=== mem_port_arbiter ===
Fig. 1: mem_port_arbiter, routed metal per tile
Bar = 20 um. 24 x 24 tiles, from dark purple (low) to yellow (high), scaled to the fullest tile. Values are wire area over tile area, all layers added.
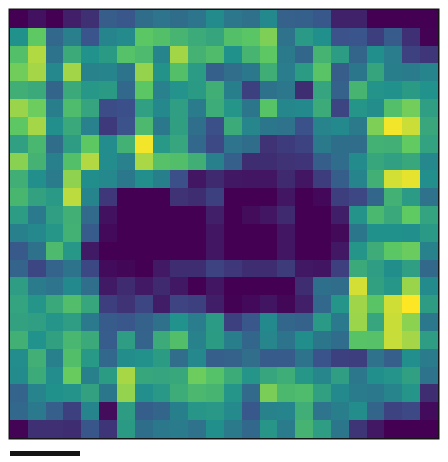

[src/rtl/mem_arb_pkg.sv]
// Shared types and constants for the unified-RAM port arbiter.
// Optional build macro: MEM_ARB_RR_EN selects round-robin arbitration
// instead of fixed DATA-over-FETCH priority.
package mem_arb_pkg;

    // Transaction sequencing states.
    typedef enum logic [1:0] {
        ST_IDLE   = 2'd0,
        ST_ACCESS = 2'd1,
        ST_RESP   = 2'd2
    } state_e;

    // Which requester owns the current transaction.
    typedef enum logic {
        OWN_FETCH = 1'b0,
        OWN_DATA  = 1'b1
    } owner_e;

    // Largest supported number of extra RAM cycles per access.
    localparam int WAIT_STATES_MAX = 15;

    // Counter width able to hold 0..ws (at least one bit).
    function automatic int cnt_width(input int ws);
        int w;
        w = $clog2(ws + 1);
        return (w < 1) ? 1 : w;
    endfunction

endpackage : mem_arb_pkg

[src/rtl/mem_arb_pick.sv]
// Combinational winner selection between instruction fetch and load/store.
// Grants are only issued in IDLE while the block is out of reset.
// With MEM_ARB_RR_EN defined a tie goes to the requester not served last;
// otherwise DATA always outranks FETCH.
module mem_arb_pick
    import mem_arb_pkg::*;
(
    input  logic   if_req_i,
    input  logic   d_req_i,
    input  state_e state_i,
    input  logic   arb_en_i,
`ifdef MEM_ARB_RR_EN
    input  owner_e last_i,
`endif
    output logic   if_gnt_o,
    output logic   d_gnt_o,
    output owner_e owner_o
);

    // Pick at most one winner for the IDLE cycle.
    always_comb begin
        if_gnt_o = 1'b0;
        d_gnt_o  = 1'b0;
        owner_o  = OWN_FETCH;
        if ((state_i == ST_IDLE) && arb_en_i) begin
`ifdef MEM_ARB_RR_EN
            if (if_req_i && d_req_i) begin
                if (last_i == OWN_DATA) begin
                    if_gnt_o = 1'b1;
                    owner_o  = OWN_FETCH;
                end else begin
                    d_gnt_o  = 1'b1;
                    owner_o  = OWN_DATA;
                end
            end else if (d_req_i) begin
                d_gnt_o  = 1'b1;
                owner_o  = OWN_DATA;
            end else if (if_req_i) begin
                if_gnt_o = 1'b1;
                owner_o  = OWN_FETCH;
            end else begin
                owner_o  = OWN_FETCH;
            end
`else
            if (d_req_i) begin
                d_gnt_o  = 1'b1;
                owner_o  = OWN_DATA;
            end else if (if_req_i) begin
                if_gnt_o = 1'b1;
                owner_o  = OWN_FETCH;
            end else begin
                owner_o  = OWN_FETCH;
            end
`endif
        end else begin
            owner_o = OWN_FETCH;
        end
    end

endmodule : mem_arb_pick

[src/rtl/mem_port_arbiter.sv]
// Arbiter sharing the single-port unified RAM between the fetch path and
// the load/store path. One transaction at a time: IDLE (grant) -> ACCESS
// (WAIT_STATES+1 RAM cycles) -> RESP (one-cycle done pulse).
// Optional build macro: MEM_ARB_RR_EN (round-robin tie breaking).
// DW must be a multiple of 8 and WAIT_STATES must lie in 0..15.
module mem_port_arbiter
    import mem_arb_pkg::*;
#(
    parameter int AW          = 32,
    parameter int DW          = 32,
    parameter int WAIT_STATES = 1
) (
    input  logic            clk,
    input  logic            reset,
    input  logic            if_req,
    input  logic [AW-1:0]   if_addr,
    output logic            if_gnt,
    output logic            if_done,
    output logic [DW-1:0]   if_rdata,
    input  logic            d_req,
    input  logic            d_we,
    input  logic [AW-1:0]   d_addr,
    input  logic [DW-1:0]   d_wdata,
    input  logic [DW/8-1:0] d_be,
    output logic            d_gnt,
    output logic            d_done,
    output logic [DW-1:0]   d_rdata,
    output logic            mem_en,
    output logic            mem_we,
    output logic [AW-1:0]   mem_addr,
    output logic [DW-1:0]   mem_wdata,
    output logic [DW/8-1:0] mem_be,
    input  logic [DW-1:0]   mem_rdata,
    output logic            busy
);

    localparam int BW = DW / 8;
    localparam int CW = cnt_width(WAIT_STATES);
    localparam logic [CW-1:0] WS_C = CW'(WAIT_STATES);

    state_e          state_q,    state_d;
    owner_e          owner_q,    owner_d;
    logic [CW-1:0]   cnt_q,      cnt_d;
    logic [AW-1:0]   addr_q,     addr_d;
    logic            we_q,       we_d;
    logic [DW-1:0]   wdata_q,    wdata_d;
    logic [BW-1:0]   be_q,       be_d;
    logic [DW-1:0]   if_rdata_q, if_rdata_d;
    logic [DW-1:0]   d_rdata_q,  d_rdata_d;

    logic            if_gnt_s;
    logic            d_gnt_s;
    logic            any_gnt_s;
    owner_e          owner_nxt_s;
    logic            in_access_s;

`ifdef MEM_ARB_RR_EN
    owner_e          last_q,     last_d;
`endif

    // Grants are suppressed while reset is held so nothing is accepted then.
    mem_arb_pick u_pick (
        .if_req_i (if_req),
        .d_req_i  (d_req),
        .state_i  (state_q),
        .arb_en_i (reset),
`ifdef MEM_ARB_RR_EN
        .last_i   (last_q),
`endif
        .if_gnt_o (if_gnt_s),
        .d_gnt_o  (d_gnt_s),
        .owner_o  (owner_nxt_s)
    );

    assign any_gnt_s = if_gnt_s | d_gnt_s;

    // Next-state logic: latch the winner, count wait-states, capture read data.
    always_comb begin
        state_d    = state_q;
        owner_d    = owner_q;
        cnt_d      = cnt_q;
        addr_d     = addr_q;
        we_d       = we_q;
        wdata_d    = wdata_q;
        be_d       = be_q;
        if_rdata_d = if_rdata_q;
        d_rdata_d  = d_rdata_q;
        case (state_q)
            ST_IDLE: begin
                if (any_gnt_s) begin
                    state_d = ST_ACCESS;
                    owner_d = owner_nxt_s;
                    cnt_d   = '0;
                    if (owner_nxt_s == OWN_DATA) begin
                        addr_d  = d_addr;
                        we_d    = d_we;
                        wdata_d = d_wdata;
                        be_d    = d_be;
                    end else begin
                        // Fetches are reads of the full word.
                        addr_d  = if_addr;
                        we_d    = 1'b0;
                        wdata_d = '0;
                        be_d    = {BW{1'b1}};
                    end
                end else begin
                    state_d = ST_IDLE;
                end
            end
            ST_ACCESS: begin
                if (cnt_q == WS_C) begin
                    state_d = ST_RESP;
                    if (owner_q == OWN_FETCH) begin
                        if_rdata_d = mem_rdata;
                    end else if (!we_q) begin
                        d_rdata_d = mem_rdata;
                    end else begin
                        // Stores leave the load data register untouched.
                        d_rdata_d = d_rdata_q;
                    end
                end else begin
                    cnt_d = cnt_q + CW'(1'b1);
                end
            end
            ST_RESP: begin
                state_d = ST_IDLE;
            end
            default: begin
                state_d = ST_IDLE;
            end
        endcase
    end

`ifdef MEM_ARB_RR_EN
    // Remember who won the most recent grant for tie breaking.
    always_comb begin
        if (any_gnt_s) begin
            last_d = owner_nxt_s;
        end else begin
            last_d = last_q;
        end
    end

    // Last-served register; FETCH after reset so DATA wins the first tie.
    always_ff @(posedge clk) begin
        if (!reset) begin
            last_q <= OWN_FETCH;
        end else begin
            last_q <= last_d;
        end
    end
`endif

    // State and datapath registers; reset aborts any transaction in flight.
    always_ff @(posedge clk) begin
        if (!reset) begin
            state_q    <= ST_IDLE;
            owner_q    <= OWN_FETCH;
            cnt_q      <= '0;
            addr_q     <= '0;
            we_q       <= 1'b0;
            wdata_q    <= '0;
            be_q       <= '0;
            if_rdata_q <= '0;
            d_rdata_q  <= '0;
        end else begin
            state_q    <= state_d;
            owner_q    <= owner_d;
            cnt_q      <= cnt_d;
            addr_q     <= addr_d;
            we_q       <= we_d;
            wdata_q    <= wdata_d;
            be_q       <= be_d;
            if_rdata_q <= if_rdata_d;
            d_rdata_q  <= d_rdata_d;
        end
    end

    // RAM side is driven only during ACCESS and is otherwise quiet.
    assign in_access_s = (state_q == ST_ACCESS);
    assign mem_en      = in_access_s;
    assign mem_we      = in_access_s && (owner_q == OWN_DATA) && we_q;
    assign mem_addr    = in_access_s ? addr_q  : '0;
    assign mem_wdata   = in_access_s ? wdata_q : '0;
    assign mem_be      = in_access_s ? be_q    : '0;

    assign busy        = (state_q == ST_ACCESS) || (state_q == ST_RESP);
    assign if_done     = (state_q == ST_RESP) && (owner_q == OWN_FETCH);
    assign d_done      = (state_q == ST_RESP) && (owner_q == OWN_DATA);
    assign if_rdata    = if_rdata_q;
    assign d_rdata     = d_rdata_q;
    assign if_gnt      = if_gnt_s;
    assign d_gnt       = d_gnt_s;

endmodule : mem_port_arbiter

[config.mk]
export PLATFORM = sky130hd
export DESIGN_NAME = mem_port_arbiter
export DESIGN_NICKNAME = d
export VERILOG_FILES = /design/src/rtl/mem_arb_pkg.sv /design/src/rtl/mem_arb_pick.sv /design/src/rtl/mem_port_arbiter.sv
export SDC_FILE = /design/constraint.sdc
export NUM_CORES = 1
export LEC_CHECK = 0
export CORE_UTILIZATION = 40
export CTS_CLUSTER_DIAMETER = 150
export DETAILED_ROUTE_END_ITERATION = 6
export PLACE_DENSITY = 0.9
export SYNTH_ARGS = -nofsm -noshare
export SYNTH_HDL_FRONTEND = slang
export SYNTH_SLANG_ARGS = --single-unit
export TNS_END_PERCENT = 1
[constraint.sdc]
create_clock -name clk -period 2.89 [get_ports clk]
set_clock_uncertainty 0.15 [all_clocks]
set_input_delay 0.4335 -clock clk [delete_from_list [all_inputs] [get_ports clk]]
set_output_delay 0.4335 -clock clk [all_outputs]
set_load 0.02 [all_outputs]
=== mem_arbiter ===
**src/rtl/mem_arbiter.sv**
```systemverilog
// Two-requester single-port RAM arbiter: fetch and load/store share one RAM port.
// Latency: grant is combinational in the request cycle; read data returns one cycle after grant.
// Backpressure: a losing requester holds its request; fetch starves at most MAX_STALL cycles.
module mem_arbiter #(
  parameter int ADDR_W    = 8,
  parameter int DATA_W    = 16,
  parameter int MAX_STALL = 3
) (
  input  logic              clk,
  input  logic              rst,

  input  logic              if_req,
  input  logic [ADDR_W-1:0] if_addr,
  output logic              if_gnt,
  output logic              if_rvalid,
  output logic [DATA_W-1:0] if_rdata,

  input  logic              d_req,
  input  logic              d_we,
  input  logic [ADDR_W-1:0] d_addr,
  input  logic [DATA_W-1:0] d_wdata,
  output logic              d_gnt,
  output logic              d_rvalid,
  output logic [DATA_W-1:0] d_rdata,

  output logic              mem_en,
  output logic              mem_we,
  output logic [ADDR_W-1:0] mem_addr,
  output logic [DATA_W-1:0] mem_wdata,
  input  logic [DATA_W-1:0] mem_rdata
);

  // Stall counter is 4 bits wide, so the limit is truncated to that width.
  localparam logic [3:0] STALL_LIMIT = 4'(MAX_STALL);

  // Consecutive cycles the pending fetch has lost to the data port.
  logic [3:0] stall_cnt;

  // Owner tag of the read currently in flight at the RAM (one-hot, at most one set).
  logic       rd_owner_if;
  logic       rd_owner_d;

  // Arbitration decision before reset gating.
  logic       fetch_wins;
  logic       data_wins;

  // Fetch wins when alone, or when it has been starved for the full budget.
  always_comb begin
    fetch_wins = if_req && (!d_req || (stall_cnt == STALL_LIMIT));
    data_wins  = d_req && !fetch_wins;
  end

  // Grants are forced low while reset is held so nothing reaches the RAM.
  always_comb begin
    if_gnt = rst && fetch_wins;
    d_gnt  = rst && data_wins;
  end

  // RAM port is driven from whichever requester was granted this cycle.
  always_comb begin
    mem_en    = if_gnt || d_gnt;
    mem_we    = d_gnt && d_we;
    mem_addr  = d_gnt ? d_addr : if_addr;
    mem_wdata = d_gnt ? d_wdata : '0;
  end

  // Starvation counter: counts lost fetch cycles, clears on grant or withdrawal.
  always_ff @(posedge clk or negedge rst) begin
    if (!rst) begin
      stall_cnt <= 4'd0;
    end else if (!if_req || if_gnt) begin
      stall_cnt <= 4'd0;
    end else if (stall_cnt < STALL_LIMIT) begin
      stall_cnt <= stall_cnt + 4'd1;
    end
  end

  // Record who owns the read issued this cycle; stores leave the tag empty.
  always_ff @(posedge clk or negedge rst) begin
    if (!rst) begin
      rd_owner_if <= 1'b0;
      rd_owner_d  <= 1'b0;
    end else begin
      rd_owner_if <= if_gnt;
      rd_owner_d  <= d_gnt && !d_we;
    end
  end

  // Steer the returning RAM data to its owner; the other side sees zero.
  always_comb begin
    if_rvalid = rd_owner_if;
    d_rvalid  = rd_owner_d;
    if_rdata  = rd_owner_if ? mem_rdata : '0;
    d_rdata   = rd_owner_d  ? mem_rdata : '0;
  end

endmodule

```
**config.mk**
```make
export PLATFORM = sky130hd
export DESIGN_NAME = mem_arbiter
export DESIGN_NICKNAME = d
export VERILOG_FILES = /design/src/rtl/mem_arbiter.sv
export SDC_FILE = /design/constraint.sdc
export NUM_CORES = 1
export LEC_CHECK = 0
export CORE_MARGIN = 3
export CORE_UTILIZATION = 20
export CTS_CLUSTER_DIAMETER = 60
export CTS_CLUSTER_SIZE = 28
export DETAILED_ROUTE_END_ITERATION = 8
export HOLD_SLACK_MARGIN = 0.15
export PLACE_DENSITY = 0.73
export SLEW_MARGIN = 20
export SYNTH_ARGS = -nofsm -noshare
export SYNTH_HDL_FRONTEND = slang
export SYNTH_SLANG_ARGS = --single-unit
```
**constraint.sdc**
```tcl
create_clock -name clk -period 1.6 [get_ports clk]
set_input_delay 0.16 -clock clk [delete_from_list [all_inputs] [get_ports clk]]
set_output_delay 0.16 -clock clk [all_outputs]
set_load 0.05 [all_outputs]
```
=== spi_stream_master ===
===== src/rtl/spi_stream_master.sv =====
// Streams {last, dc, payload} words from a synchronous memory over a 4-wire SPI link.
// Define SPI_STREAM_MISO_EN to add the miso receive path (miso, rx_data, rx_valid).
module spi_stream_master #(
    parameter int DATA_BITS  = 8,
    parameter int ADDR_WIDTH = 16,
    parameter int MEM_BITS   = DATA_BITS + 2,
    parameter int DIV_HALF   = 4
) (
    input  logic                  clk,
    input  logic                  rst_n,
    input  logic                  start,
    input  logic                  abort,
    input  logic [ADDR_WIDTH-1:0] base_addr,
    input  logic                  cpol,
    input  logic                  cpha,
    output logic                  mem_rd,
    output logic [ADDR_WIDTH-1:0] mem_addr,
    input  logic [MEM_BITS-1:0]   mem_data,
    output logic                  sclk,
    output logic                  mosi,
    output logic                  cs_n,
    output logic                  dc,
    output logic                  busy,
    output logic                  done,
`ifdef SPI_STREAM_MISO_EN
    input  logic                  miso,
    output logic [DATA_BITS-1:0]  rx_data,
    output logic                  rx_valid,
`endif
    output logic [ADDR_WIDTH-1:0] word_count
);

    localparam int DIV_W  = (DIV_HALF > 1) ? $clog2(DIV_HALF) : 1;
    localparam int EDGE_W = $clog2(2 * DATA_BITS + 1);

    localparam logic [DIV_W-1:0]  DIV_LAST   = DIV_W'(DIV_HALF - 1);
    localparam logic [EDGE_W-1:0] EDGE_LAST  = EDGE_W'(2 * DATA_BITS);
    localparam logic [EDGE_W-1:0] EDGE_THREE = EDGE_W'(3);

    typedef enum logic [2:0] {
        StIdle,
        StFetch,
        StLoad,
        StSetup,
        StShift,
        StHold
    } stateT;

    stateT                  state;
    logic                   cpolQ;
    logic                   cphaQ;
    logic                   lastQ;
    logic [ADDR_WIDTH-1:0]  addr;
    logic [DATA_BITS-2:0]   shiftReg;
    logic [DIV_W-1:0]       divCnt;
    logic [EDGE_W-1:0]      edgeCnt;

    logic [EDGE_W-1:0]      edgeNext;
    logic                   edgeFire;
    logic                   wordEnd;
    logic                   doShift;
    logic                   doSample;
    logic                   abortHit;

    // Edges are numbered 1..2*DATA_BITS; odd numbers are leading edges.
    always_comb begin
        edgeNext = edgeCnt + 1'b1;
        edgeFire = ((state == StSetup) || (state == StShift)) && (divCnt == DIV_LAST);
        wordEnd  = edgeFire && (edgeNext == EDGE_LAST);
        if (cphaQ) begin
            doShift = edgeFire && edgeNext[0] && (edgeNext >= EDGE_THREE);
        end else begin
            doShift = edgeFire && !edgeNext[0] && (edgeNext != EDGE_LAST);
        end
        doSample = edgeFire && (edgeNext[0] ^ cphaQ);
        abortHit = abort && (state != StIdle);
    end

    always_ff @(posedge clk or negedge rst_n) begin
        if (!rst_n) begin
            state      <= StIdle;
            cpolQ      <= 1'b0;
            cphaQ      <= 1'b0;
            lastQ      <= 1'b0;
            addr       <= '0;
            shiftReg   <= '0;
            divCnt     <= '0;
            edgeCnt    <= '0;
            sclk       <= 1'b0;
            mosi       <= 1'b0;
            cs_n       <= 1'b1;
            dc         <= 1'b0;
            mem_rd     <= 1'b0;
            mem_addr   <= '0;
            busy       <= 1'b0;
            done       <= 1'b0;
            word_count <= '0;
        end else begin
            done <= 1'b0;
            if (abortHit) begin
                // mosi, dc and word_count deliberately keep their values
                state  <= StIdle;
                cs_n   <= 1'b1;
                sclk   <= cpolQ;
                mem_rd <= 1'b0;
                busy   <= 1'b0;
            end else begin
                case (state)
                    StIdle: begin
                        sclk <= cpolQ;
                        if (start && !abort) begin
                            cpolQ      <= cpol;
                            cphaQ      <= cpha;
                            addr       <= base_addr;
                            sclk       <= cpol;
                            cs_n       <= 1'b0;
                            busy       <= 1'b1;
                            word_count <= '0;
                            mem_rd     <= 1'b1;
                            mem_addr   <= base_addr;
                            state      <= StFetch;
                        end
                    end
                    StFetch: begin
                        mem_rd <= 1'b0;
                        state  <= StLoad;
                    end
                    StLoad: begin
                        shiftReg <= mem_data[DATA_BITS-2:0];
                        mosi     <= mem_data[DATA_BITS-1];
                        dc       <= mem_data[DATA_BITS];
                        lastQ    <= mem_data[DATA_BITS+1];
                        divCnt   <= '0;
                        edgeCnt  <= '0;
                        state    <= StSetup;
                    end
                    StSetup, StShift: begin
                        if (edgeFire) begin
                            divCnt  <= '0;
                            sclk    <= ~sclk;
                            edgeCnt <= edgeNext;
                            state   <= StShift;
                            if (doShift) begin
                                mosi     <= shiftReg[DATA_BITS-2];
                                shiftReg <= shiftReg << 1;
                            end
                            if (wordEnd) begin
                                word_count <= word_count + 1'b1;
                                addr       <= addr + 1'b1;
                                if (lastQ) begin
                                    state <= StHold;
                                end else begin
                                    mem_rd   <= 1'b1;
                                    mem_addr <= addr + 1'b1;
                                    state    <= StFetch;
                                end
                            end
                        end else begin
                            divCnt <= divCnt + 1'b1;
                        end
                    end
                    StHold: begin
                        if (divCnt == DIV_LAST) begin
                            cs_n  <= 1'b1;
                            busy  <= 1'b0;
                            done  <= 1'b1;
                            state <= StIdle;
                        end else begin
                            divCnt <= divCnt + 1'b1;
                        end
                    end
                    default: state <= StIdle;
                endcase
            end
        end
    end

`ifdef SPI_STREAM_MISO_EN
    logic [DATA_BITS-1:0] rxShift;
    logic                 rxPend;

    // A completed word is published one cycle after its final sclk edge.
    always_ff @(posedge clk or negedge rst_n) begin
        if (!rst_n) begin
            rxShift  <= '0;
            rxPend   <= 1'b0;
            rx_data  <= '0;
            rx_valid <= 1'b0;
        end else begin
            rx_valid <= 1'b0;
            if (rxPend) begin
                rx_data  <= rxShift;
                rx_valid <= 1'b1;
            end
            if (abortHit) begin
                rxShift <= '0;
                rxPend  <= 1'b0;
            end else begin
                rxPend <= wordEnd;
                if (doSample) begin
                    rxShift <= {rxShift[DATA_BITS-2:0], miso};
                end
            end
        end
    end
`endif

endmodule


===== config.mk =====
export PLATFORM = sky130hd
export DESIGN_NAME = spi_stream_master
export DESIGN_NICKNAME = d
export VERILOG_FILES = /design/src/rtl/spi_stream_master.sv
export SDC_FILE = /design/constraint.sdc
export NUM_CORES = 1
export LEC_CHECK = 0
export CAP_MARGIN = 20
export CORE_MARGIN = 3
export CORE_UTILIZATION = 55
export DETAILED_ROUTE_END_ITERATION = 12
export PLACE_DENSITY = 0.81
export SLEW_MARGIN = 0
export SYNTH_ARGS = -nofsm -noshare
export SYNTH_HDL_FRONTEND = slang
export SYNTH_SLANG_ARGS = --single-unit

===== constraint.sdc =====
create_clock -name clk -period 5.8 [get_ports clk]
set_input_delay 1.16 -clock clk [delete_from_list [all_inputs] [get_ports clk]]
set_output_delay 1.16 -clock clk [all_outputs]
set_load 0.02 [all_outputs]


## Gallery

Cell outlines without signal wires.
panel A
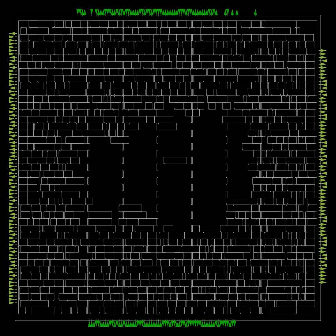
panel B
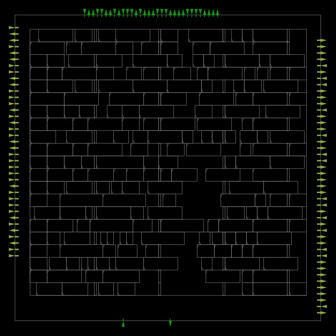
panel C
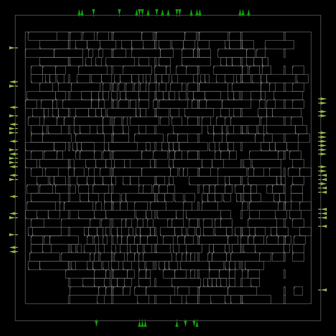
panel C -> spi_stream_master
panel A -> mem_port_arbiter
panel B -> mem_arbiter
The one with the fewest cells is panel B.
The one with the most cells is panel A.

Fig. 2: mem_arbiter, met1 routing
Bar = 20 um. Supply wires on this layer in gray.
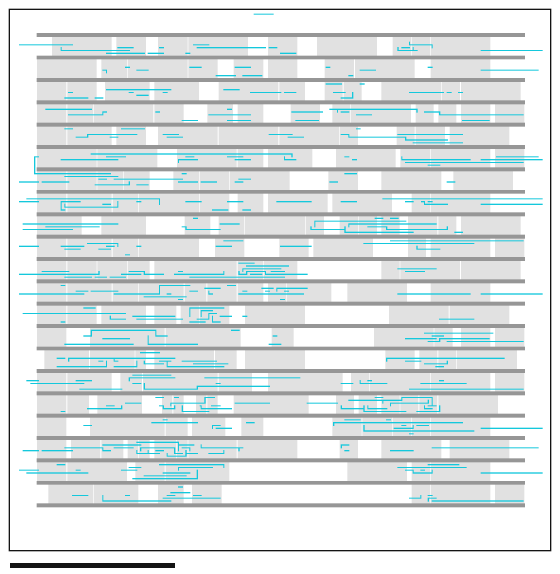
main direction: horizontal
wire length on this layer: 1250 um
share of all routed wire: 31%
nets with wire on the layer: 209
longest straight run: 24.4 um

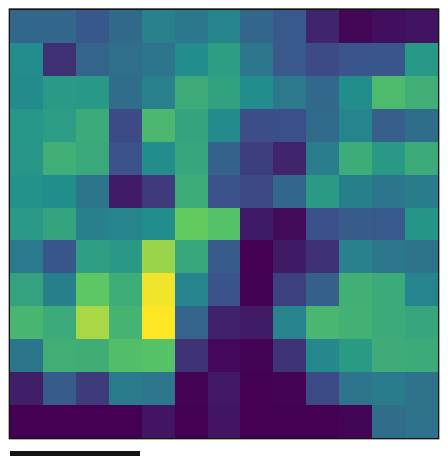
Fig. 3. Routed metal per tile (mem_arbiter).
Bar = 20 um. 13 x 13 tiles, from dark purple (low) to yellow (high), scaled to the fullest tile. Values are wire area over tile area, all layers added.
mean over tiles: 0.16
fullest tile: 0.42
tiles over half the peak: 32%
nearly empty tiles: 9.5%

==> run summary, mem_arbiter <==
run results: outcome finished with violations, failing checks negative setup slack, average size of a mapped cell 8.264 um^2, Sw Ratio 40.07%, GRT overflow 0, antenna violations before repair 0, Inverters 2, tap cells 46, final wirelength 4080 um, XORs/XNORs by Area 1.232%, Setup WS post-layout -0.2641 ns, net switching power 0.4816 mW, Pint 0.7204 mW, pre-CTS WS -0.2221 ns, wire length on met1 1248 um, endpoints failing setup 27, Crit path max-delay family flip-flops, RSZ-0062 raised after global routing yes, ys async rst share 100.0%, Resize count post-CTS 44, layout cells sized above 1 51.18%, end of the critical path mem_addr[2]
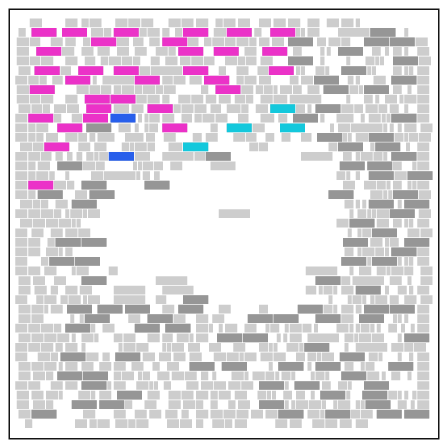
Fig. 4. Register map, names as in the netlist (mem_port_arbiter).
Other sequential cells in the stronger gray, the rest of the logic in the fainter gray.
[blue] state_q | sequential cells: 2
[cyan] be_q | sequential cells: 4 | where: north
[magenta] wdata_q | sequential cells: 32

## Picture notes: Fig. 1
fullest tile: 0.43
nearly empty tiles: 9.7%
emptiest ninth of the die: center
tiles over half the peak: 37%
mean over tiles: 0.17

==> run summary, mem_port_arbiter <==
run results: Worst-Skew Late Latency 0.42 ns, Post-DRT Antenna Nets 0, FMAX 364.1 MHz, net switching power 1.110 mW, P per Cell Area 503.8 nW/um^2, reg2reg end d_rdata[14], final wirelength 16220 um, r2r startpoint state_q[1], non-clk buf share 31.41%, clock share of power 43.7%, number of global-route vias before repair 4916, Crit path max-delay family buffers and inverters, Crit. path cell count 5, synthesis area per yosys 5757 um^2, area grow syn2layout 56.94%, FP Rows 43, Worst Setup SP state_q[1], critical path capture point type primary output, Inverters 4, final worst path period share 95.04%, Mapped Nets 753, mux share 5.564%, Seq/total area 30.36%, Pre-antenna DRT Iters 4, outcome complete, no violations, Register Area 2743 um^2, met3 Resource Use GR 6.367%, R2R cell count 7, first-pass GRT wire length 24600 um, number of buffers added on ports 275
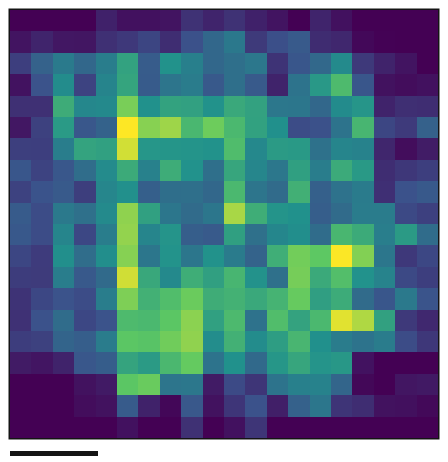
Fig. 5. Routed metal per tile (spi_stream_master).
Bar = 20 um. 20 x 20 tiles, from dark purple (low) to yellow (high), scaled to the fullest tile. Values are wire area over tile area, all layers added.
densest ninth of the die: center
mean over tiles: 0.19
nearly empty tiles: 10%

==> run summary, spi_stream_master <==
run results: outcome complete, no violations, tool warnings 28, area of placed instances 5345 um^2, met1 Track Usage GR 35.90%, number of global-route vias before repair 4151, Post-DRT Antenna Nets 0, met3 Resource Use GR 4.929%, power in sequential cells 0.931 mW, FP Rows 32, sequential share of power 34.3%, final instance area 5538 um^2, hold path start mem_addr[3], Crit Path Category in2reg, wire per inst 17.52 um, final-layout fill cell count 646, Yosys Instances 506, largest stage delay on the critical path 0.69 ns, Cell area leaders dfrtp_1 40%, mux2_2 4.4%, nand3_1 3.5%, GRT overflow 0, area grow syn2layout 19.43%, Comb area 2551 um^2

=== trig_phase_sequencer ===
Fig. 6: trig_phase_sequencer, cell outlines without signal wires
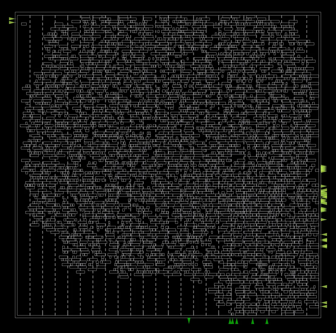

File: src/rtl/trig_phase_sequencer.sv
// rtl/trig_phase_sequencer.sv - multi-octave phase counter bank driving sin/cos table addresses
//
// Purpose: for each accepted sample of one octave, emits one {bin, pos} table
// address per beat for every bin of that octave, then advances that bin's phase
// modulo its runtime-programmable wave length.
//
// Optional feature macro: TRIG_QUAD_ADDR_EN (adds addr_cos_pos, a quarter-wave
// shifted address so a single sin table can also serve cosine).
//
// Ports:
//   clk, rst            clock, asynchronous active-low reset
//   samp_valid/ready    sample request stream, samp_octave selects the octave
//   cfg_we/bin/len      per-bin wave length write (len 0 means 2**N), IDLE only
//   clr                 synchronous clear of all phases, FSM back to IDLE
//   addr_valid/ready    address beat stream
//   addr_bin/octave/pos beat payload, addr_last marks bin BINS-1
//   addr_cos_pos        (TRIG_QUAD_ADDR_EN only) pos + L/4 wrapped to L
module trig_phase_sequencer #(
    parameter int N       = 6,
    parameter int BINS    = 24,
    parameter int OCTAVES = 5
) (
    input  logic                                   clk,
    input  logic                                   rst,
    input  logic                                   samp_valid,
    output logic                                   samp_ready,
    input  logic [((OCTAVES > 1) ? $clog2(OCTAVES) : 1)-1:0] samp_octave,
    input  logic                                   cfg_we,
    input  logic [$clog2(BINS)-1:0]                cfg_bin,
    input  logic [N-1:0]                           cfg_len,
    input  logic                                   clr,
    output logic                                   addr_valid,
    input  logic                                   addr_ready,
    output logic [$clog2(BINS)-1:0]                addr_bin,
    output logic [((OCTAVES > 1) ? $clog2(OCTAVES) : 1)-1:0] addr_octave,
    output logic [N-1:0]                           addr_pos,
`ifdef TRIG_QUAD_ADDR_EN
    output logic [N-1:0]                           addr_cos_pos,
`endif
    output logic                                   addr_last
);

    localparam int BW = $clog2(BINS);
    localparam int OW = (OCTAVES > 1) ? $clog2(OCTAVES) : 1;
    localparam int PW = $clog2(OCTAVES * BINS);
    localparam logic [N:0] FULL_L = {1'b1, {N{1'b0}}};

    typedef enum logic {IDLE, SCAN} state_t;

    state_t          state_q;
    logic [N-1:0]    phase_q [OCTAVES*BINS];
    logic [N-1:0]    len_q   [BINS];
    logic            samp_ready_q, addr_valid_q, addr_last_q;
    logic [BW-1:0]   addr_bin_q;
    logic [OW-1:0]   addr_octave_q;
    logic [N-1:0]    addr_pos_q;

    function automatic logic [N:0] eff_len(input logic [N-1:0] len);
        return (len == '0) ? FULL_L : {1'b0, len};
    endfunction

    function automatic logic [PW-1:0] idx(input logic [OW-1:0] o, input logic [BW-1:0] b);
        return PW'(o) * PW'(BINS) + PW'(b);
    endfunction

    // Phase of the current beat is addr_pos_q itself: nothing else writes that
    // bin's register while it is on the output.
    logic            samp_ok, cfg_ok, is_last_bin;
    logic [BW-1:0]   bin_nxt;
    logic [OW-1:0]   samp_oct_safe;
    logic [N:0]      pos_inc, cur_len, first_len, nxt_len;
    logic [N-1:0]    pos_adv, first_pos, nxt_pos;

    always_comb begin
        samp_ok       = samp_valid && (int'(samp_octave) < OCTAVES);
        cfg_ok        = cfg_we && (int'(cfg_bin) < BINS);
        is_last_bin   = (addr_bin_q == BW'(BINS - 1));
        // Out-of-range indices are steered to 0 so reads never leave the arrays.
        bin_nxt       = is_last_bin ? '0 : addr_bin_q + 1'b1;
        samp_oct_safe = samp_ok ? samp_octave : '0;
        cur_len       = eff_len(len_q[addr_bin_q]);
        pos_inc       = {1'b0, addr_pos_q} + 1'b1;
        pos_adv       = (pos_inc >= cur_len) ? '0 : pos_inc[N-1:0];
        first_pos     = phase_q[idx(samp_oct_safe, '0)];
        // A same-cycle write to bin 0 must already apply to the first beat.
        first_len     = (cfg_ok && cfg_bin == '0) ? eff_len(cfg_len) : eff_len(len_q[0]);
        nxt_pos       = phase_q[idx(addr_octave_q, bin_nxt)];
        nxt_len       = eff_len(len_q[bin_nxt]);
    end

`ifdef TRIG_QUAD_ADDR_EN
    logic [N-1:0] addr_cos_pos_q;

    function automatic logic [N-1:0] cos_of(input logic [N-1:0] pos, input logic [N:0] l);
        logic [N:0] sum;
        logic [N:0] wrapped;
        sum     = {1'b0, pos} + (l >> 2);
        wrapped = (sum >= l) ? sum - l : sum;
        return wrapped[N-1:0];
    endfunction

    assign addr_cos_pos = addr_cos_pos_q;
`endif

    always_ff @(posedge clk or negedge rst) begin
        if (!rst) begin
            for (int i = 0; i < OCTAVES * BINS; i++) phase_q[i] <= '0;
            for (int i = 0; i < BINS; i++) len_q[i] <= '0;
            state_q       <= IDLE;
            samp_ready_q  <= 1'b1;
            addr_valid_q  <= 1'b0;
            addr_bin_q    <= '0;
            addr_octave_q <= '0;
            addr_pos_q    <= '0;
            addr_last_q   <= 1'b0;
`ifdef TRIG_QUAD_ADDR_EN
            addr_cos_pos_q <= '0;
`endif
        end else if (clr) begin
            for (int i = 0; i < OCTAVES * BINS; i++) phase_q[i] <= '0;
            state_q      <= IDLE;
            samp_ready_q <= 1'b1;
            addr_valid_q <= 1'b0;
        end else begin
            case (state_q)
                IDLE: begin
                    if (cfg_ok) len_q[cfg_bin] <= cfg_len;
                    if (samp_ok) begin
                        state_q       <= SCAN;
                        samp_ready_q  <= 1'b0;
                        addr_valid_q  <= 1'b1;
                        addr_octave_q <= samp_octave;
                        addr_bin_q    <= '0;
                        addr_pos_q    <= first_pos;
                        addr_last_q   <= (BINS == 1);
`ifdef TRIG_QUAD_ADDR_EN
                        addr_cos_pos_q <= cos_of(first_pos, first_len);
`endif
                    end
                end
                SCAN: begin
                    if (addr_ready) begin
                        phase_q[idx(addr_octave_q, addr_bin_q)] <= pos_adv;
                        if (is_last_bin) begin
                            state_q      <= IDLE;
                            samp_ready_q <= 1'b1;
                            addr_valid_q <= 1'b0;
                            addr_last_q  <= 1'b0;
                        end else begin
                            addr_bin_q  <= bin_nxt;
                            addr_pos_q  <= nxt_pos;
                            addr_last_q <= (bin_nxt == BW'(BINS - 1));
`ifdef TRIG_QUAD_ADDR_EN
                            addr_cos_pos_q <= cos_of(nxt_pos, nxt_len);
`endif
                        end
                    end
                end
                default: state_q <= IDLE;
            endcase
        end
    end

    assign samp_ready  = samp_ready_q;
    assign addr_valid  = addr_valid_q;
    assign addr_bin    = addr_bin_q;
    assign addr_octave = addr_octave_q;
    assign addr_pos    = addr_pos_q;
    assign addr_last   = addr_last_q;

    logic unused_ok;
    assign unused_ok = ^{nxt_len, first_len};

endmodule

File: config.mk
export PLATFORM = sky130hd
export DESIGN_NAME = trig_phase_sequencer
export DESIGN_NICKNAME = d
export VERILOG_FILES = /design/src/rtl/trig_phase_sequencer.sv
export SDC_FILE = /design/constraint.sdc
export NUM_CORES = 2
export LEC_CHECK = 0
export CAP_MARGIN = 30
export CORE_MARGIN = 2
export CORE_UTILIZATION = 40
export DETAILED_ROUTE_END_ITERATION = 7
export GPL_TIMING_DRIVEN = 0
export PLACE_DENSITY = 0.52
export REMOVE_ABC_BUFFERS = 1
export SLEW_MARGIN = 30
export SYNTH_ARGS = -nofsm -noshare
export SYNTH_HDL_FRONTEND = slang
export SYNTH_SLANG_ARGS = --single-unit
File: constraint.sdc
create_clock -name clk -period 5.1 [get_ports clk]
set_clock_uncertainty 0.2 [all_clocks]
set_input_delay 0.765 -clock clk [delete_from_list [all_inputs] [get_ports clk]]
set_output_delay 0.765 -clock clk [all_outputs]
set_load 0.02 [all_outputs]
=== gen_pipe_crd_sink ===
[src/rtl/gen_pipe_crd_sink.sv]
// Credit-gated output buffer for a fixed-latency, non-stallable pipe.
// Credits are consumed at pipe issue and returned on consumer pop, so the pipe never overruns the buffer.
module gen_pipe_crd_sink #(
    parameter  int FIFO_D = 4,
    parameter  int DAT_W  = 4,
    localparam int CNT_W  = $clog2(FIFO_D + 1)
) (
    input  logic             clk,
    input  logic             rst_n,
    input  logic             iss_in,
    output logic             rdy_iss,
    input  logic [DAT_W-1:0] dat_in,
    input  logic             vld_in,
    output logic [DAT_W-1:0] dat_out,
    output logic             vld_out,
    input  logic             rdy_out,
    output logic [CNT_W-1:0] crd_cnt,
    output logic [CNT_W-1:0] occ,
    output logic             err_iss,
    output logic             err_ovf
);

    localparam int              ADDR_W = $clog2(FIFO_D);
    localparam logic [CNT_W-1:0] FULL  = CNT_W'(FIFO_D);

    logic [DAT_W-1:0]  mem [FIFO_D];
    logic [ADDR_W-1:0] wr_ptr;
    logic [ADDR_W-1:0] rd_ptr;
    logic [ADDR_W-1:0] wr_ptr_next;
    logic [ADDR_W-1:0] rd_ptr_next;
    logic [CNT_W-1:0]  occ_next;
    logic [CNT_W-1:0]  crd_next;
    logic              err_iss_next;
    logic              err_ovf_next;

    logic full;
    logic pop;
    logic wr;
    logic ovf;
    logic iss_ok;
    logic iss_bad;

    assign full    = (occ == FULL);
    assign vld_out = (occ != '0);
    assign dat_out = vld_out ? mem[rd_ptr] : '0;
    assign rdy_iss = (crd_cnt != '0);

    assign pop     = vld_out & rdy_out;
    // A full buffer still accepts a write when the head leaves in the same cycle.
    assign wr      = vld_in & (~full | pop);
    assign ovf     = vld_in & full & ~pop;
    assign iss_ok  = iss_in & rdy_iss;
    assign iss_bad = iss_in & ~rdy_iss;

    always_comb begin
        wr_ptr_next  = wr_ptr;
        rd_ptr_next  = rd_ptr;
        occ_next     = occ;
        crd_next     = crd_cnt;
        err_iss_next = err_iss;
        err_ovf_next = err_ovf;

        if (wr) begin
            wr_ptr_next = wr_ptr + ADDR_W'(1);
        end
        if (pop) begin
            rd_ptr_next = rd_ptr + ADDR_W'(1);
        end

        occ_next = occ + CNT_W'(wr) - CNT_W'(pop);
        // A rejected issue is not charged, but a same-cycle pop still returns its credit.
        crd_next = crd_cnt - CNT_W'(iss_ok) + CNT_W'(pop);

        if (iss_bad) begin
            err_iss_next = 1'b1;
        end
        if (ovf) begin
            err_ovf_next = 1'b1;
        end
    end

    always_ff @(posedge clk) begin
        if (!rst_n) begin
            wr_ptr  <= '0;
            rd_ptr  <= '0;
            occ     <= '0;
            crd_cnt <= FULL;
            err_iss <= 1'b0;
            err_ovf <= 1'b0;
        end else begin
            wr_ptr  <= wr_ptr_next;
            rd_ptr  <= rd_ptr_next;
            occ     <= occ_next;
            crd_cnt <= crd_next;
            err_iss <= err_iss_next;
            err_ovf <= err_ovf_next;
        end
    end

    // Storage carries no reset; stale entries are unreachable once occ is cleared.
    always_ff @(posedge clk) begin
        if (wr) begin
            mem[wr_ptr] <= dat_in;
        end
    end

endmodule

[config.mk]
export PLATFORM = sky130hd
export DESIGN_NAME = gen_pipe_crd_sink
export DESIGN_NICKNAME = d
export VERILOG_FILES = /design/src/rtl/gen_pipe_crd_sink.sv
export SDC_FILE = /design/constraint.sdc
export NUM_CORES = 1
export LEC_CHECK = 0
export ABC_AREA = 1
export CAP_MARGIN = 20
export CORE_ASPECT_RATIO = 1.1
export CORE_MARGIN = 2
export CORE_UTILIZATION = 30
export DETAILED_ROUTE_END_ITERATION = 12
export GPL_ROUTABILITY_DRIVEN = 0
export SLEW_MARGIN = 5
export SYNTH_ARGS = -nofsm -noshare
export SYNTH_HDL_FRONTEND = slang
export SYNTH_SLANG_ARGS = --single-unit
[constraint.sdc]
create_clock -name clk -period 2.3 [get_ports clk]
set_input_delay 0.69 -clock clk [delete_from_list [all_inputs] [get_ports clk]]
set_output_delay 0.69 -clock clk [all_outputs]
set_load 0.05 [all_outputs]
Fig. 7: gen_pipe_crd_sink, sizing map
Bar = 20 um.
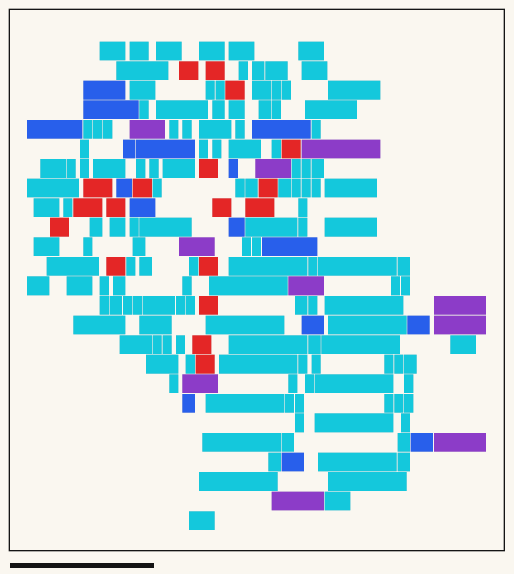
[red] _3 and _4 cells | cells: 18 | share: 9.7% | most used: buf_4
[cyan] _0 and _1 cells | cells: 142 | share: 76% | most used: nor2_1
[purple] _6 and larger | cells: 10 | share: 5.4% | most used: clkbuf_8
[blue] _2 cells | cells: 16 | share: 8.6% | most used: a21oi_2

==> run summary, gen_pipe_crd_sink <==
run results: outcome complete, no violations, Synthesis Warnings 0, final worst path period share 96.44%, TNS Setup 0 ns, DRT iter0 DRCs 45, Largest Pwr Group combinational logic, met2 routed wirelength 1145 um, Max-area cell class registers, final hold vios 0, combinational power share 48.7%, Complex Gates by Area 7.175%, Worst-Skew Late Latency 0.28 ns, Resize count post-CTS 2, fin nets 204, Non-clock buffers 35, Worst Setup SP occ[1]
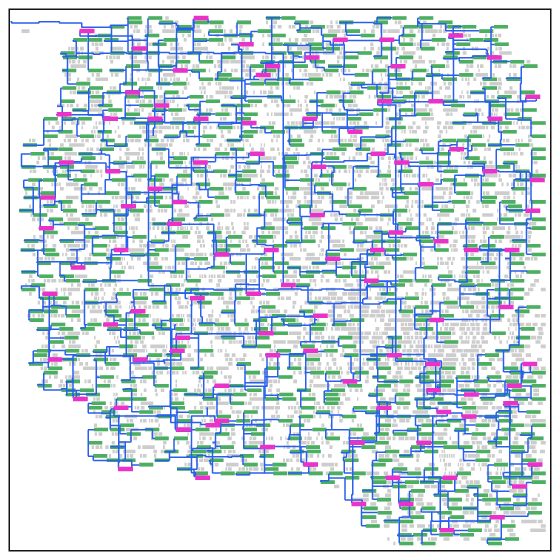
Fig. 8. Clock network drawn from the DEF (trig_phase_sequencer).
[green] flip-flops | count: 882
[blue] clock wires | length: 12900 um
[magenta] clock drivers | count: 103
flops lie: widely spread

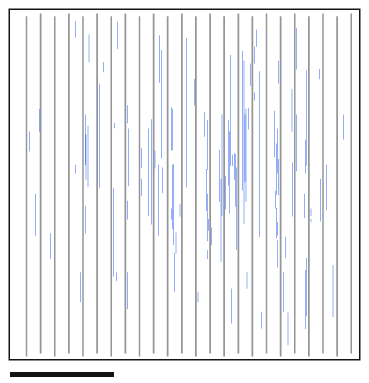
Fig. 9. Met4 routing (trig_phase_sequencer).
Bar = 100 um. Supply wires on this layer in gray.
main direction: vertical
longest straight run: 159 um
nets with wire on the layer: 59
wire length on this layer: 4280 um

About Fig. 6:
Final Util: 47.02%
tap cells: 1414
FFs & Latches: 882
FP Rows: 121
final-layout fill cell count: 10020

==> run summary, trig_phase_sequencer <==
run results: outcome finished with violations, failing checks negative setup slack, mux share 11.70%, RePlAce Congestion 0.8547, mi-comb count 2860, Inverters 12, number of buffers added on ports 36, hold path depth 2, Yosys cell types 75, Setup WS post-layout -0.1213 ns, endpoints failing setup 1, Cell area leaders dfrtp_1 50%, nand3b_1 12%, o21ai_0 8.6%, Slowest cell on crit path o311ai_0, critical path capture point type flip-flop, Resize count post-CTS 38, Worst Tran Pin Value 1.131 ns, Pre-antenna DRT Iters 5, number of global-route vias before repair 34360, CTS sink cnt 882, Final Max Slew Viols 0, met2 usage in global routing 41.57%, wire per inst 28.23 um, r2r startpoint addr_bin[3], setup repair bufs after CTS 32, average size of a mapped cell 10.83 um^2

==> screenshots <==
Register map, names as in the netlist.
Other sequential cells in the stronger gray, the rest of the logic in the fainter gray.
picture 1
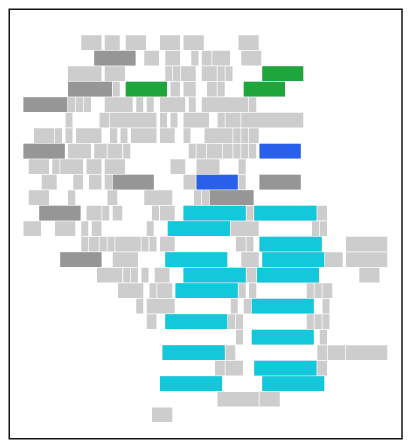
picture 2
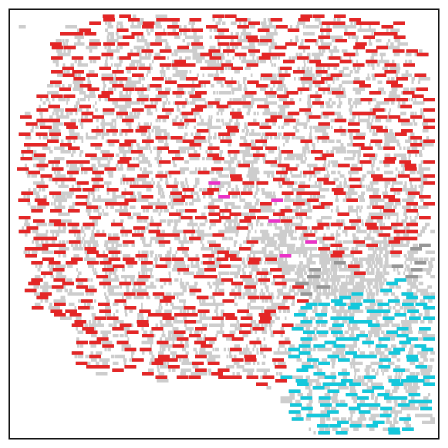
| from | picture |
|---|---|
| trig_phase_sequencer | picture 2 |
| gen_pipe_crd_sink | picture 1 |
- most cells: picture 2

Key to picture 1:
[cyan] mem | sequential cells: 16
[blue] rd_ptr | sequential cells: 2
[green] crd_cnt | sequential cells: 3
not colored: 9



==> screenshots <==
Clock network drawn from the DEF.
shot_01.png
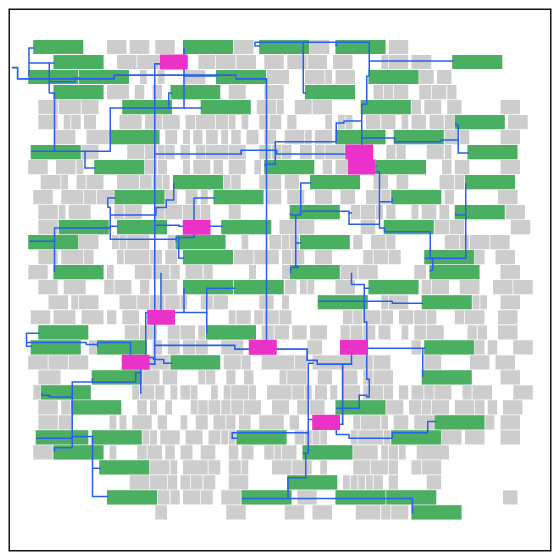
shot_02.png
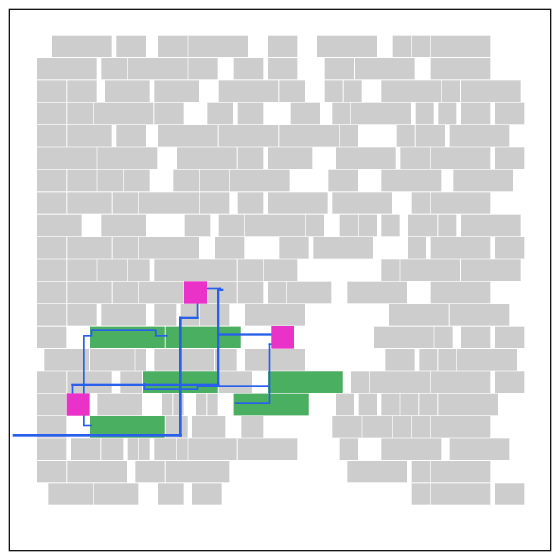
shot_03.png
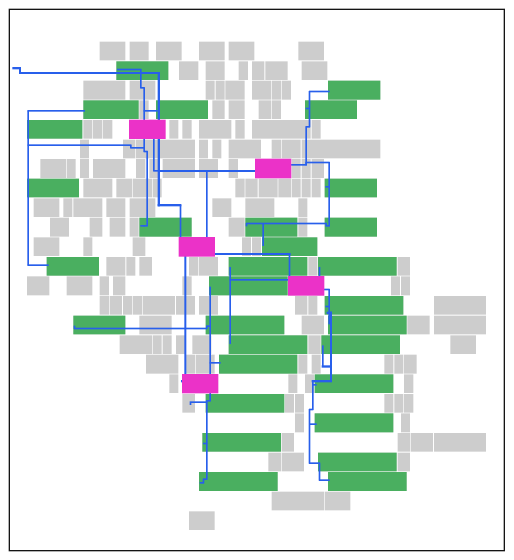
shot_04.png
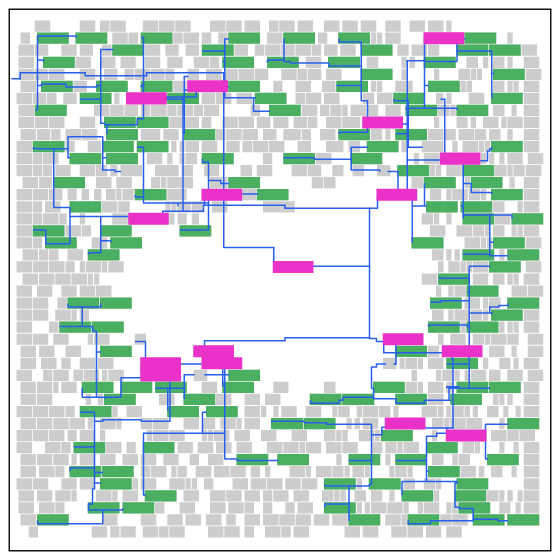
shot_04.png is mem_port_arbiter.
shot_03.png is gen_pipe_crd_sink.
shot_02.png is mem_arbiter.
shot_01.png is spi_stream_master.
Of these, most sequential cells: shot_04.png
Of these, fewest sequential cells: shot_02.png

Key to shot_04.png:
[blue] clock wires | length: 1670 um
[green] flip-flops | count: 137
[magenta] clock drivers | count: 17
routed clock nets: 18

Power figures rest on the tool's default switching activity, not on a simulated workload.
